# ---- design 1 ----
**Design 1: cell outlines without signal wires**

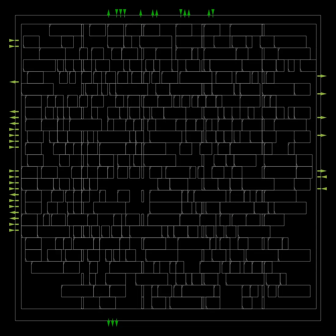

### src/rtl/stepper_phase_sequencer_pkg.sv
`default_nettype none
// =============================================================================
// Module      : stepper_pkg
// Description : Shared types and coil pattern tables for the stepper phase
//               sequencer. HALF_STEP_EN selects the 8-entry half-step table.
// Revision    : 1.0 - initial release
// =============================================================================
package stepper_pkg;

    typedef enum logic [1:0] {
        IDLE  = 2'd0,
        RUN   = 2'd1,
        DWELL = 2'd2
    } state_t;

`ifdef HALF_STEP_EN
    localparam int PHASE_N = 8;
    localparam int PHASE_W = 3;
    // Entry i sits at bits [4*i +: 4]
    localparam logic [PHASE_N*4-1:0] COIL_TABLE = {
        4'b1001, 4'b1000, 4'b1100, 4'b0100,
        4'b0110, 4'b0010, 4'b0011, 4'b0001
    };
`else
    localparam int PHASE_N = 4;
    localparam int PHASE_W = 2;
    localparam logic [PHASE_N*4-1:0] COIL_TABLE = {
        4'b1000, 4'b0100, 4'b0010, 4'b0001
    };
`endif

    function automatic logic [3:0] coil_of(input logic [PHASE_W-1:0] phase);
        return COIL_TABLE[{phase, 2'b00} +: 4];
    endfunction

endpackage
`default_nettype wire

### src/rtl/stepper_phase_sequencer_step_tick_gen.sv
`default_nettype none
// =============================================================================
// Module      : step_tick_gen
// Description : Step-rate divider; counts 0..STEP_DIV-1 while enabled and
//               emits a one-cycle tick on the terminal count.
// Revision    : 1.0 - initial release
// =============================================================================
module step_tick_gen #(
    parameter int STEP_DIV = 50000
) (
    input  logic clock,
    input  logic reset,
    input  logic i_clear,
    input  logic i_enable,
    output logic o_tick
);

    localparam int                 c_div_w = $clog2(STEP_DIV);
    localparam logic [c_div_w-1:0] c_last  = c_div_w'(STEP_DIV - 1);

    logic [c_div_w-1:0] r_count;

    always_ff @(posedge clock) begin
        if (reset || i_clear) begin
            r_count <= '0;
        end else if (i_enable) begin
            r_count <= (r_count == c_last) ? '0 : r_count + c_div_w'(1);
        end
    end

    assign o_tick = i_enable && (r_count == c_last);

endmodule
`default_nettype wire

### src/rtl/stepper_phase_sequencer.sv
`default_nettype none
// =============================================================================
// Module      : stepper_phase_sequencer
// Description : Commanded N-step coil sequencer with abort; phase index is kept
//               across moves. HALF_STEP_EN selects half-step drive.
// Revision    : 1.0 - initial release
// =============================================================================
module stepper_phase_sequencer
    import stepper_pkg::*;
#(
    parameter int STEP_DIV = 50000,
    parameter int CNT_W    = 16
) (
    input  logic             clock,
    input  logic             reset,
    input  logic             start,
    input  logic             dir,
    input  logic [CNT_W-1:0] step_count,
    input  logic             stop,
    output logic [3:0]       coil,
    output logic             busy,
    output logic             done,
    output logic [CNT_W-1:0] steps_left
);

    state_t             r_state, w_state_nxt;
    logic [PHASE_W-1:0] r_phase, w_phase_nxt, w_phase_step;
    logic               r_dir,   w_dir_nxt;
    logic [CNT_W-1:0]   r_steps, w_steps_nxt;
    logic [3:0]         r_coil,  w_coil_nxt;
    logic               r_busy,  w_busy_nxt;
    logic               r_done,  w_done_nxt;
    logic               w_tick;

    // Divider is held cleared in IDLE so every move starts a fresh dwell period
    step_tick_gen #(
        .STEP_DIV (STEP_DIV)
    ) u_tick (
        .clock    (clock),
        .reset    (reset),
        .i_clear  (r_state == IDLE),
        .i_enable (r_state != IDLE),
        .o_tick   (w_tick)
    );

    // Power-of-two phase count: natural wrap gives the modulo
    assign w_phase_step = r_dir ? r_phase + PHASE_W'(1) : r_phase - PHASE_W'(1);

    always_comb begin
        w_state_nxt = r_state;
        w_phase_nxt = r_phase;
        w_dir_nxt   = r_dir;
        w_steps_nxt = r_steps;
        w_coil_nxt  = r_coil;
        w_busy_nxt  = r_busy;
        w_done_nxt  = 1'b0;

        case (r_state)
            IDLE: begin
                w_coil_nxt = 4'b0000;
                w_busy_nxt = 1'b0;
                if (start && !stop) begin
                    if (step_count != '0) begin
                        w_state_nxt = RUN;
                        w_dir_nxt   = dir;
                        w_steps_nxt = step_count;
                        w_coil_nxt  = coil_of(r_phase);
                        w_busy_nxt  = 1'b1;
                    end else begin
                        w_steps_nxt = '0;
                        w_done_nxt  = 1'b1;
                    end
                end
            end
            RUN: begin
                if (stop) begin
                    w_state_nxt = IDLE;
                    w_coil_nxt  = 4'b0000;
                    w_busy_nxt  = 1'b0;
                end else if (w_tick) begin
                    w_phase_nxt = w_phase_step;
                    w_coil_nxt  = coil_of(w_phase_step);
                    w_steps_nxt = r_steps - CNT_W'(1);
                    if (r_steps == CNT_W'(1)) begin
                        w_state_nxt = DWELL;
                    end
                end
            end
            DWELL: begin
                if (stop || w_tick) begin
                    w_state_nxt = IDLE;
                    w_coil_nxt  = 4'b0000;
                    w_busy_nxt  = 1'b0;
                    w_done_nxt  = !stop;
                end
            end
            default: begin
                w_state_nxt = IDLE;
                w_coil_nxt  = 4'b0000;
                w_busy_nxt  = 1'b0;
            end
        endcase
    end

    always_ff @(posedge clock) begin
        if (reset) begin
            r_state <= IDLE;
            r_phase <= '0;
            r_dir   <= 1'b0;
            r_steps <= '0;
            r_coil  <= 4'b0000;
            r_busy  <= 1'b0;
            r_done  <= 1'b0;
        end else begin
            r_state <= w_state_nxt;
            r_phase <= w_phase_nxt;
            r_dir   <= w_dir_nxt;
            r_steps <= w_steps_nxt;
            r_coil  <= w_coil_nxt;
            r_busy  <= w_busy_nxt;
            r_done  <= w_done_nxt;
        end
    end

    assign coil       = r_coil;
    assign busy       = r_busy;
    assign done       = r_done;
    assign steps_left = r_steps;

endmodule
`default_nettype wire

### config.mk
export PLATFORM = sky130hd
export DESIGN_NAME = stepper_phase_sequencer
export DESIGN_NICKNAME = d
export VERILOG_FILES = /design/src/rtl/stepper_phase_sequencer_pkg.sv /design/src/rtl/stepper_phase_sequencer_step_tick_gen.sv /design/src/rtl/stepper_phase_sequencer.sv
export SDC_FILE = /design/constraint.sdc
export NUM_CORES = 1
export LEC_CHECK = 0
export CORE_UTILIZATION = 52
export CTS_CLUSTER_SIZE = 40
export DETAILED_ROUTE_END_ITERATION = 10
export GPL_ROUTABILITY_DRIVEN = 0
export PLACE_DENSITY_LB_ADDON = 0.2
export REMOVE_ABC_BUFFERS = 1
export SLEW_MARGIN = 10
export SYNTH_ARGS = -nofsm -noshare
export SYNTH_HDL_FRONTEND = slang
export SYNTH_SLANG_ARGS = --single-unit
### constraint.sdc
create_clock -name clock -period 2.4 [get_ports clock]
set_clock_uncertainty 0.05 [all_clocks]
set_input_delay 0.36 -clock clock [delete_from_list [all_inputs] [get_ports clock]]
set_output_delay 0.36 -clock clock [all_outputs]
set_load 0.05 [all_outputs]
# ---- design 2 ----
File: src/rtl/cla_pkg.sv
// Shared definitions for the carry-lookahead adder: group width, the
// generate/propagate pair type and the 4-bit lookahead carry expansion.
package cla_pkg;

  localparam int unsigned GROUP_W = 4;

  typedef struct packed {
    logic g;
    logic p;
  } gp_t;

  // Flat sum-of-products carries for one 4-bit group; no c[i] -> c[i+1] chain.
  function automatic logic [4:1] lookahead_carries(input logic       cin,
                                                   input logic [3:0] g,
                                                   input logic [3:0] p);
    logic [4:1] c;
    c[1] = g[0]
         | (p[0] & cin);
    c[2] = g[1]
         | (p[1] & g[0])
         | (p[1] & p[0] & cin);
    c[3] = g[2]
         | (p[2] & g[1])
         | (p[2] & p[1] & g[0])
         | (p[2] & p[1] & p[0] & cin);
    c[4] = g[3]
         | (p[3] & g[2])
         | (p[3] & p[2] & g[1])
         | (p[3] & p[2] & p[1] & g[0])
         | (p[3] & p[2] & p[1] & p[0] & cin);
    return c;
  endfunction

endpackage

File: src/rtl/cla_adder_cla4_block.sv
// One 4-bit lookahead group: sum slice from the group carry-in, plus the
// group generate/propagate pair consumed by the second lookahead level.
module cla4_block
  import cla_pkg::*;
(
  input  logic [3:0] a,
  input  logic [3:0] b,
  input  logic       cin,
  output logic [3:0] sum_c,
  output gp_t        grp_c
);

  logic [3:0] g;
  logic [3:0] p;
  logic [4:1] c;
  logic       unused_cout;

  always_comb begin
    g      = a & b;
    p      = a ^ b;
    c      = lookahead_carries(cin, g, p);
    sum_c  = p ^ {c[3:1], cin};
    grp_c.g = g[3]
            | (p[3] & g[2])
            | (p[3] & p[2] & g[1])
            | (p[3] & p[2] & p[1] & g[0]);
    grp_c.p = &p;
  end

  // Group carry-out comes from the top-level lookahead, not from here.
  assign unused_cout = c[4];

endmodule

File: src/rtl/cla_adder.sv
// Registered unsigned carry-lookahead adder; sum[WIDTH] is the carry-out.
// WIDTH/4 lookahead groups joined by a second-level lookahead over GG/GP.
module cla_adder
  import cla_pkg::*;
#(
  parameter int unsigned WIDTH = 4
) (
  input  logic             clk,
  input  logic             rst,
  input  logic [WIDTH-1:0] a,
  input  logic [WIDTH-1:0] b,
  output logic [WIDTH:0]   sum
);

  localparam int unsigned NGRP = WIDTH / GROUP_W;

  if ((WIDTH == 0) || ((WIDTH % GROUP_W) != 0)) begin : g_bad_width
    $error("cla_adder: WIDTH must be a positive multiple of 4");
  end

  gp_t              grp_w [NGRP];
  logic [NGRP:0]    grp_cin;
  logic [WIDTH-1:0] slice_sum;
  logic [WIDTH:0]   sum_d;
  logic [WIDTH:0]   sum_q;

  for (genvar k = 0; k < NGRP; k++) begin : g_grp
    cla4_block u_blk (
      .a     (a[k*GROUP_W +: GROUP_W]),
      .b     (b[k*GROUP_W +: GROUP_W]),
      .cin   (grp_cin[k]),
      .sum_c (slice_sum[k*GROUP_W +: GROUP_W]),
      .grp_c (grp_w[k])
    );
  end

  // Second-level lookahead: carry into group k is an OR over j<k of
  // GG[j] & GP[j+1..k-1]; adder carry-in is zero so no cin term.
  always_comb begin : p_grp_carry
    logic term;
    grp_cin = '0;
    term    = 1'b0;
    for (int k = 1; k <= int'(NGRP); k++) begin
      for (int j = 0; j < k; j++) begin
        term = grp_w[j].g;
        for (int m = j + 1; m < k; m++) begin
          term = term & grp_w[m].p;
        end
        grp_cin[k] = grp_cin[k] | term;
      end
    end
  end

  always_comb begin
    sum_d = {grp_cin[NGRP], slice_sum};
  end

  always_ff @(posedge clk) begin
    if (rst) begin
      sum_q <= '0;
    end else begin
      sum_q <= sum_d;
    end
  end

  assign sum = sum_q;

endmodule

File: config.mk
export PLATFORM = sky130hd
export DESIGN_NAME = cla_adder
export DESIGN_NICKNAME = d
export VERILOG_FILES = /design/src/rtl/cla_pkg.sv /design/src/rtl/cla_adder_cla4_block.sv /design/src/rtl/cla_adder.sv
export SDC_FILE = /design/constraint.sdc
export NUM_CORES = 1
export LEC_CHECK = 0
export ABC_AREA = 1
export CORE_AREA = 3 3 40 42
export CTS_CLUSTER_SIZE = 25
export DETAILED_ROUTE_END_ITERATION = 10
export DIE_AREA = 0 0 43 45
export PLACE_DENSITY = 0.58
export SLEW_MARGIN = 20
export SYNTH_ARGS = -nofsm -noshare
export SYNTH_HDL_FRONTEND = slang
export SYNTH_HIERARCHICAL = 1
export SYNTH_SLANG_ARGS = --single-unit
File: constraint.sdc
create_clock -name clk -period 1.6 [get_ports clk]
set_input_delay 0.4 -clock clk [delete_from_list [all_inputs] [get_ports clk]]
set_output_delay 0.4 -clock clk [all_outputs]
set_load 0.01 [all_outputs]
# ---- design 3 ----
===== src/rtl/axi_rr_arbiter.sv =====
// axi_rr_arbiter: single-grant round-robin arbiter for an AXI crossbar.
// Grants one master->slave transaction at a time and holds it from the
// address phase until the read/write completes or the watchdog fires.
// Requests aimed at a non-existent slave are never granted and are flagged
// on decerr instead.
module axi_rr_arbiter #(
    parameter int NUM_M   = 4,
    parameter int NUM_S   = 3,
    parameter int TGT_W   = 4,
    parameter int TIMEOUT = 256,
    parameter int MW      = $clog2(NUM_M),
    parameter int SW      = (NUM_S > 1) ? $clog2(NUM_S) : 1
) (
    input  logic                     ACLK,
    input  logic                     ARESET,
    input  logic [NUM_M-1:0]         req_valid,
    input  logic [NUM_M-1:0]         req_write,
    input  logic [NUM_M*TGT_W-1:0]   req_target,
    input  logic [NUM_S-1:0]         s_addr_ready,
    input  logic [NUM_S-1:0]         s_rd_done,
    input  logic [NUM_S-1:0]         s_wr_done,
    output logic                     gnt_valid,
    output logic [MW-1:0]            gnt_m,
    output logic [SW-1:0]            gnt_s,
    output logic                     gnt_write,
    output logic [NUM_M-1:0]         gnt_onehot,
    output logic                     timeout,
    output logic                     abort,
    output logic [NUM_M-1:0]         decerr
);

    localparam int          CW = (TIMEOUT > 1) ? $clog2(TIMEOUT) : 1;
    localparam int unsigned NM = NUM_M;

    typedef enum logic [1:0] {
        IDLE = 2'd0,
        ADDR = 2'd1,
        DATA = 2'd2
    } state_t;

    state_t state, state_nxt;

    // Registered grant and bookkeeping
    logic [MW-1:0]    ptr;
    logic [MW-1:0]    gnt_m_q;
    logic [SW-1:0]    gnt_s_q;
    logic             gnt_write_q;
    logic [CW-1:0]    wdog;
    logic             timeout_q;
    logic             abort_q;
    logic [NUM_M-1:0] decerr_q;

    // Per-master decode
    logic [TGT_W-1:0] tgt [NUM_M];
    logic [NUM_M-1:0] elig;
    logic [NUM_M-1:0] oor;

    // Arbitration result
    logic             win_found;
    logic [MW-1:0]    win_m;
    logic [SW-1:0]    win_s;
    logic             win_write;

    // FSM decision terms
    logic             done;
    logic             expire;
    logic             abort_set;
    logic             timeout_set;
    logic             release_grant;

    // Split the packed targets and classify each request as eligible or out of range
    always_comb begin
        elig = '0;
        oor  = '0;
        for (int unsigned i = 0; i < NM; i++) begin
            tgt[i] = req_target[i*TGT_W +: TGT_W];
            if (32'(tgt[i]) < 32'(NUM_S)) begin
                elig[i] = req_valid[i];
            end else begin
                oor[i] = req_valid[i];
            end
        end
    end

    // Rotating search starting just after the last-granted master
    always_comb begin
        logic [MW-1:0] idx;
        win_found = 1'b0;
        win_m     = '0;
        win_s     = '0;
        win_write = 1'b0;
        idx       = '0;
        for (int unsigned k = 1; k <= NM; k++) begin
            idx = MW'((32'(ptr) + k) % NM);
            if (!win_found && elig[idx]) begin
                win_found = 1'b1;
                win_m     = idx;
                win_s     = SW'(tgt[idx]);
                win_write = req_write[idx];
            end
        end
    end

    // State register
    always_ff @(posedge ACLK or posedge ARESET) begin
        if (ARESET) begin
            state <= IDLE;
        end else begin
            state <= state_nxt;
        end
    end

    // Next-state logic: address handshake/abort, completion and watchdog expiry
    always_comb begin
        state_nxt     = state;
        abort_set     = 1'b0;
        timeout_set   = 1'b0;
        release_grant = 1'b0;
        done          = gnt_write_q ? s_wr_done[gnt_s_q] : s_rd_done[gnt_s_q];
        expire        = (TIMEOUT != 0) && (wdog == CW'(TIMEOUT - 1));
        unique case (state)
            IDLE: begin
                if (win_found) begin
                    state_nxt = ADDR;
                end
            end
            ADDR: begin
                if (!req_valid[gnt_m_q]) begin
                    state_nxt = IDLE;
                    abort_set = 1'b1;
                end else if (s_addr_ready[gnt_s_q]) begin
                    state_nxt = DATA;
                end
            end
            DATA: begin
                // Completion in the expiry cycle takes priority over the watchdog
                if (done) begin
                    state_nxt     = IDLE;
                    release_grant = 1'b1;
                end else if (expire) begin
                    state_nxt     = IDLE;
                    timeout_set   = 1'b1;
                    release_grant = 1'b1;
                end
            end
            default: begin
                state_nxt = IDLE;
            end
        endcase
    end

    // Grant capture, pointer update, watchdog counter and registered pulses
    always_ff @(posedge ACLK or posedge ARESET) begin
        if (ARESET) begin
            ptr         <= MW'(NUM_M - 1);
            gnt_m_q     <= '0;
            gnt_s_q     <= '0;
            gnt_write_q <= 1'b0;
            wdog        <= '0;
            timeout_q   <= 1'b0;
            abort_q     <= 1'b0;
            decerr_q    <= '0;
        end else begin
            decerr_q  <= oor;
            abort_q   <= abort_set;
            timeout_q <= timeout_set;

            if (state == IDLE && win_found) begin
                gnt_m_q     <= win_m;
                gnt_s_q     <= win_s;
                gnt_write_q <= win_write;
            end else if (state_nxt == IDLE) begin
                gnt_m_q     <= '0;
                gnt_s_q     <= '0;
                gnt_write_q <= 1'b0;
            end

            // An aborted grant leaves the pointer alone so that master keeps its turn
            if (release_grant) begin
                ptr <= gnt_m_q;
            end

            if (state == DATA && state_nxt == DATA) begin
                wdog <= wdog + 1'b1;
            end else begin
                wdog <= '0;
            end
        end
    end

    // Output decode from registered state
    always_comb begin
        gnt_valid  = (state != IDLE);
        gnt_m      = gnt_m_q;
        gnt_s      = gnt_s_q;
        gnt_write  = gnt_write_q;
        gnt_onehot = '0;
        if (state != IDLE) begin
            gnt_onehot[gnt_m_q] = 1'b1;
        end
        timeout    = timeout_q;
        abort      = abort_q;
        decerr     = decerr_q;
    end

endmodule


===== config.mk =====
export PLATFORM = sky130hd
export DESIGN_NAME = axi_rr_arbiter
export DESIGN_NICKNAME = d
export VERILOG_FILES = /design/src/rtl/axi_rr_arbiter.sv
export SDC_FILE = /design/constraint.sdc
export NUM_CORES = 1
export LEC_CHECK = 0
export ABC_CLOCK_PERIOD_IN_PS = 3300
export CORE_ASPECT_RATIO = 0.7
export CORE_MARGIN = 1
export CORE_UTILIZATION = 52
export CTS_CLUSTER_DIAMETER = 100
export CTS_CLUSTER_SIZE = 14
export DETAILED_ROUTE_END_ITERATION = 10
export HOLD_SLACK_MARGIN = 0.06
export PLACE_DENSITY_LB_ADDON = 0.12
export RECOVER_POWER = 50
export SLEW_MARGIN = 20
export SYNTH_ARGS = -nofsm -noshare
export SYNTH_HDL_FRONTEND = slang
export SYNTH_SLANG_ARGS = --single-unit

===== constraint.sdc =====
create_clock -name ACLK -period 3.3 [get_ports ACLK]
set_clock_uncertainty 0.15 [all_clocks]
set_input_delay 0.33 -clock ACLK [delete_from_list [all_inputs] [get_ports ACLK]]
set_output_delay 0.33 -clock ACLK [all_outputs]
set_load 0.03 [all_outputs]


==> screenshots <==
Clock network drawn from the DEF.
(a)
Scale bar: 20 um.
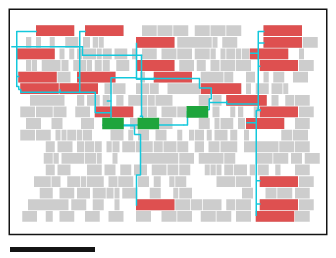
(b)
Scale bar: 20 um.
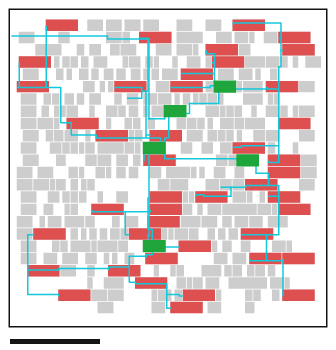
(c)
Scale bar: 10 um.
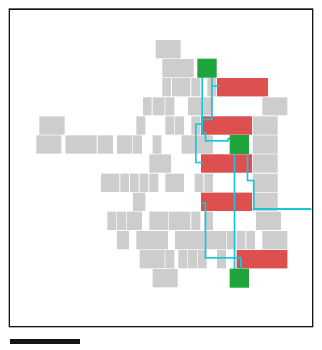
Of these, smallest die: (c)
Of these, most sequential cells: (b)
For design 3, see (a).
For design 1, see (b).
For design 2, see (c).

Key to (a):
red -> flip-flops  # count 23
cyan -> clock wires  # length 286 um
green -> cells driving clock nets  # count 3
flops lie = spread over the die

**Design 3: sequential cells grouped by signal name**

Other sequential cells in the stronger gray, the rest of the logic in the fainter gray.
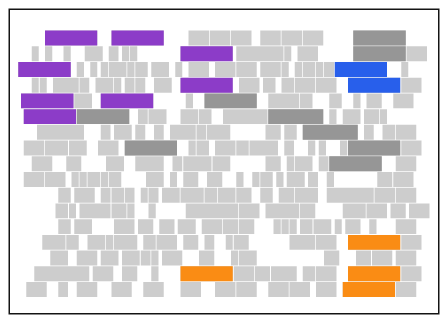
blue -> state  # sequential cells 2
orange -> decerr  # sequential cells 4, where bottom right
purple -> wdog  # sequential cells 8, where top left
sequential cell area share: 23.80%
sequential logic power: 415 uW

**Design 3: M3 wires**

Scale bar: 20 um.
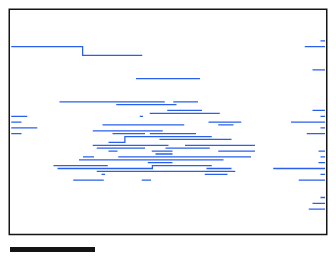
share of all routed wire = 10%
longest straight run = 33.6 um
met3 global-route usage: 7.500%
vias: 1,885
Routed WL: 5104 um

==> notes.org, design 3 <==
* Implementation run

** Synthesis
- Cell variety after synth :: about 67
- In the synthesized netlist the dominant register cell turns out to be sky130_fd_sc_hd__dfrtp_1.
- For reference, XOR and XNOR gates occupy 2.780% of the area reported after synthesis.
- In this run, synthesis inferred 0 flip-flops with an integrated enable.
- In the synthesized netlist, mux cells make up under 10% of the area.

** Die
- Total die area :: 0.003885 mm^2

** Layout
- Top class by area :: combinational gates
- The post-route utilization of the core is recorded as 73.66%.
- Cell area after layout :: 0.002429 mm^2
- The number of sequential cells reported for the layout is 23.
- Counting the clock-network buffers in the layout gives 3.
- Storage cell area :: 578.1 um^2

** Status
- Result of the run :: complete, no violations

** Final timing
- Counting endpoints that fail hold in the final report gives 0.
- Least setup slack across all paths after layout :: 0.6954 ns
- Total negative slack :: 0 ns

** Pwr
- The design draws 1.059 mW.
- Clock Power Share :: 16.6%
- Switching power as a share of total power :: approximately two fifths

** Critical path
- Of all nets on the critical path, the largest fanout is 11.
- STA classifies the critical path startpoint as an input pin.

** Clocking
- The number of setup buffers added after CTS is 0.
- Total of cells resized after clock tree synthesis :: 0
- TritonCTS built the clock tree.

** Route
- The detailed router reports a met3 wire length of about 530 um.
- Routed signal wires occupy layers up through met4.

** Place
- Post-placement cell count :: 292

** Global routing
- The via count of the first global-routing pass was 1,554.
- The number of antenna violations at the first check in global routing came to 0.
- The global route stage reports its total congestion overflow as 0.

** Hold path
- Kind of path behind the tightest hold check :: reg2reg
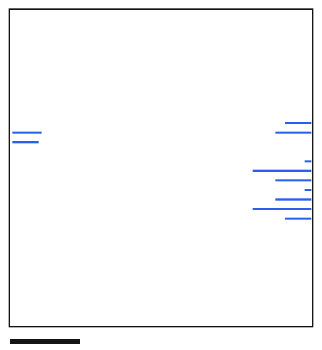
**Above:** design 2 (M3 wires).
Scale bar: 10 um.
longest straight run = 8.10 um
share of all routed wire = 8.4%
main direction = horizontal
wire length on this layer = 46.2 um
vias: 306
Routed WL: 548 um
met3 global-route usage: 2.390%

**Design 2: metal layers overlaid**

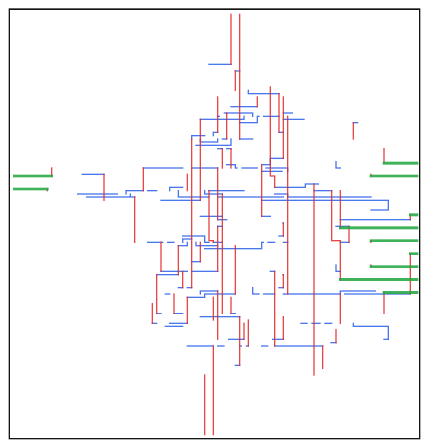
blue -> met1  # wire length 233 um
green -> met3  # wire length 46.2 um
red -> met2  # wire length 270 um
All-Layer GR Usage: 7.500%
average wire per standard cell: 6.602 um

==> notes.org, design 2 <==
* Implementation run

** Synthesis
- The synthesized netlist handed to floorplanning was reported with a cell count of 45.
- After synthesis the cells add up to between 300 and 400 um^2.
- Yosys printed 6 warnings.

** Layout
- The layout report lists the combined flip-flop and latch area as 100.1 um^2.
- Clock buffer count :: 4
- Number of flip-flops under the largest register name :: 5
- The net count of the finished layout is between 80 and 90.
- The layout summary lists the proportion of cells stronger than drive strength 1 as 11.76%.
- Number of diodes :: 0
- The final layout report lists a filler cell count of 138.
- Top class by area :: combinational gates

** Final timing
- Endpoints failing hold in the final report were tallied at 0.
- The final timing summary puts the cycle share of the worst path at just over 90%.
- Post-layout minimum cycle time :: 1.495 ns

** Pwr
- In this run, the combinational gates consume 32.2% of the power.
- The power report lists the sequential group at approximately 140 uW.
- Overall power consumption after layout is estimated at 419.6 uW.
- Switching power as a share of total power :: 25.97%

** Route
- Number of iterations in the first detailed-routing pass :: 1
- Violation tally from detailed-route iteration zero :: 0
- Nets still carrying antenna violations after routing amount to 0.

** Job
- # Max-Cap Violations :: 0

** Place
- After detailed placement, the design holds a cell count of between 70 and 80.
- Post-place setup slack :: -0.1394 ns
- Count of buffers from port buffering :: 14

** Status
- The flow ran to the end, and the final reports show no timing, DRC or antenna violations.

** Clocking
- Buffers inserted to repair hold after CTS numbered 0.
- In this run the clock root is driven by a sky130_fd_sc_hd__clkbuf_4.
- Post-CTS timing repair inserted 0 buffers for setup.
- CTS built an H-tree with a depth of 1.
- Post-CTS repair changed the size of 0 cells.
- CTS Buffer Depth :: 2

** Critical path
- Of all nets on the critical path, the largest fanout is 3.
- STA classifies the critical path endpoint as a flop.
- Ordered cell list for the critical path :: clkdlybuf4s50_1, ha_1, or2_0, nand2_2, nand2_1, nand2_1, nand2_1, inv_1, nor2_1
- The capture point of the critical path was reported as sum[3].
- The timing report gives the biggest stage delay along the critical path as 0.40 ns.
- According to the timing report, the critical path is launched from a[2].
- The timing report shows the most common cell along the critical path to be sky130_fd_sc_hd__nand2_1.

** Global routing
- Routing layer with the top usage in global route :: met2
- Entering global routing, the biggest net connects 6 pins.
- The global routing report lists met1 layer usage as 6.763%.

** Die
- According to the floorplan report, the total die area is 0.001935 mm^2.
**Design 1: a small window of the routed layout**

Region (15, 1) to (55, 41) um. Cells in gray, sequential cells in the stronger gray; small squares are vias.
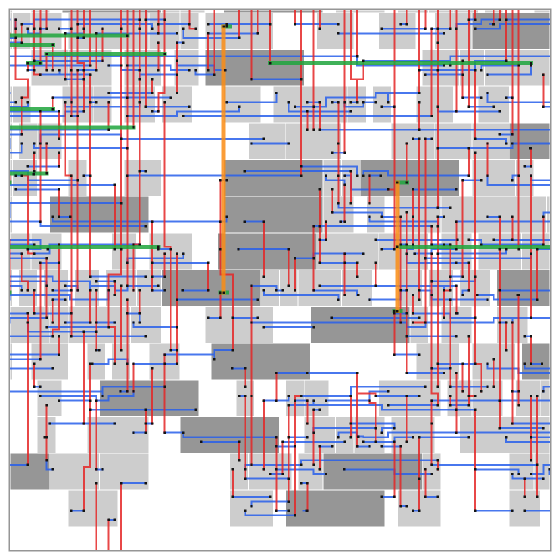
orange -> met4
red -> met2
green -> met3
blue -> met1
sequential cells in the window = 15
most frequent = nor2_1 (15), dfxtp_1 (15), nand2_1 (8)
cells with their middle in the window = 121
netlist names of flops here include = u_tick.r_count (10), steps_left (4)

About 'cell outlines without signal wires' of design 1:
core outline area: 0.004414 mm^2
number of flip-flops and latches: 43
Layout Utilization: 67.49%
fin cells: 386

==> notes.org, design 1 <==
* Implementation run

** Layout
- Final non-clock buffer share :: 16.63%
- Most numerous logic cell after layout :: sky130_fd_sc_hd__dfxtp_1
- Registers take roughly 860 um^2.
- By area, the class that comes first in the final layout consists of combinational gates.
- The fraction of cell area in multi-input combinational cells is reported as 48.30%.
- Clock buffer count :: 5
- Most frequent logic cells in the routed design :: 43 x sky130_fd_sc_hd__dfxtp_1, 42 x sky130_fd_sc_hd__clkdlybuf4s50_1, 30 x sky130_fd_sc_hd__nor2_1
- The flow measured a signed area growth from synthesis to layout of 23.82%.

** Critical path
- Start point of the critical path :: u_tick.r_count[0]
- Critical Path AT :: 2.26 ns
- Reg-to-reg critical path startpoint :: u_tick.r_count[0]

** Hold path
- In this run the worst hold path is classified as reg2reg.

** Clocking
- Cell at the root of the clock tree :: sky130_fd_sc_hd__clkbuf_8
- TritonCTS built the clock tree.

** Final timing
- RSZ-0062 raised after global routing :: no
- Static timing analysis puts the maximum clock frequency at approximately 470 MHz.
- Actual slew at the worst max-slew pin :: 0.5074 ns
- Adding up every negative setup slack in the final design gives 0 ns.

** Synthesis
- Ao+oa area frac :: roughly 23%
- The commonest register cell is sky130_fd_sc_hd__dfxtp_1.
- Yosys reports that the most numerous cell types are 43 x sky130_fd_sc_hd__dfxtp_1, 30 x sky130_fd_sc_hd__nor2_1, 27 x sky130_fd_sc_hd__nand2_1, 20 x sky130_fd_sc_hd__a21oi_1.
- The synthesized netlist devotes 3.640% of its cell area to adder and majority cells.
- The most frequently used library cell after synthesis is sky130_fd_sc_hd__dfxtp_1.
- Total cells reported by yosys after synthesis :: 291

** Route
- Per the detailed-route log, wirelength across all metal layers totals around 5700 um.

** Global routing
- Global routing used a little under a quarter of the available tracks across all layers.

** Status
- The run finished with clean final reports.

** Pwr
- Pwr Density :: approximately 530 mW/mm^2

Power figures rest on the tool's default switching activity, not on a simulated workload.
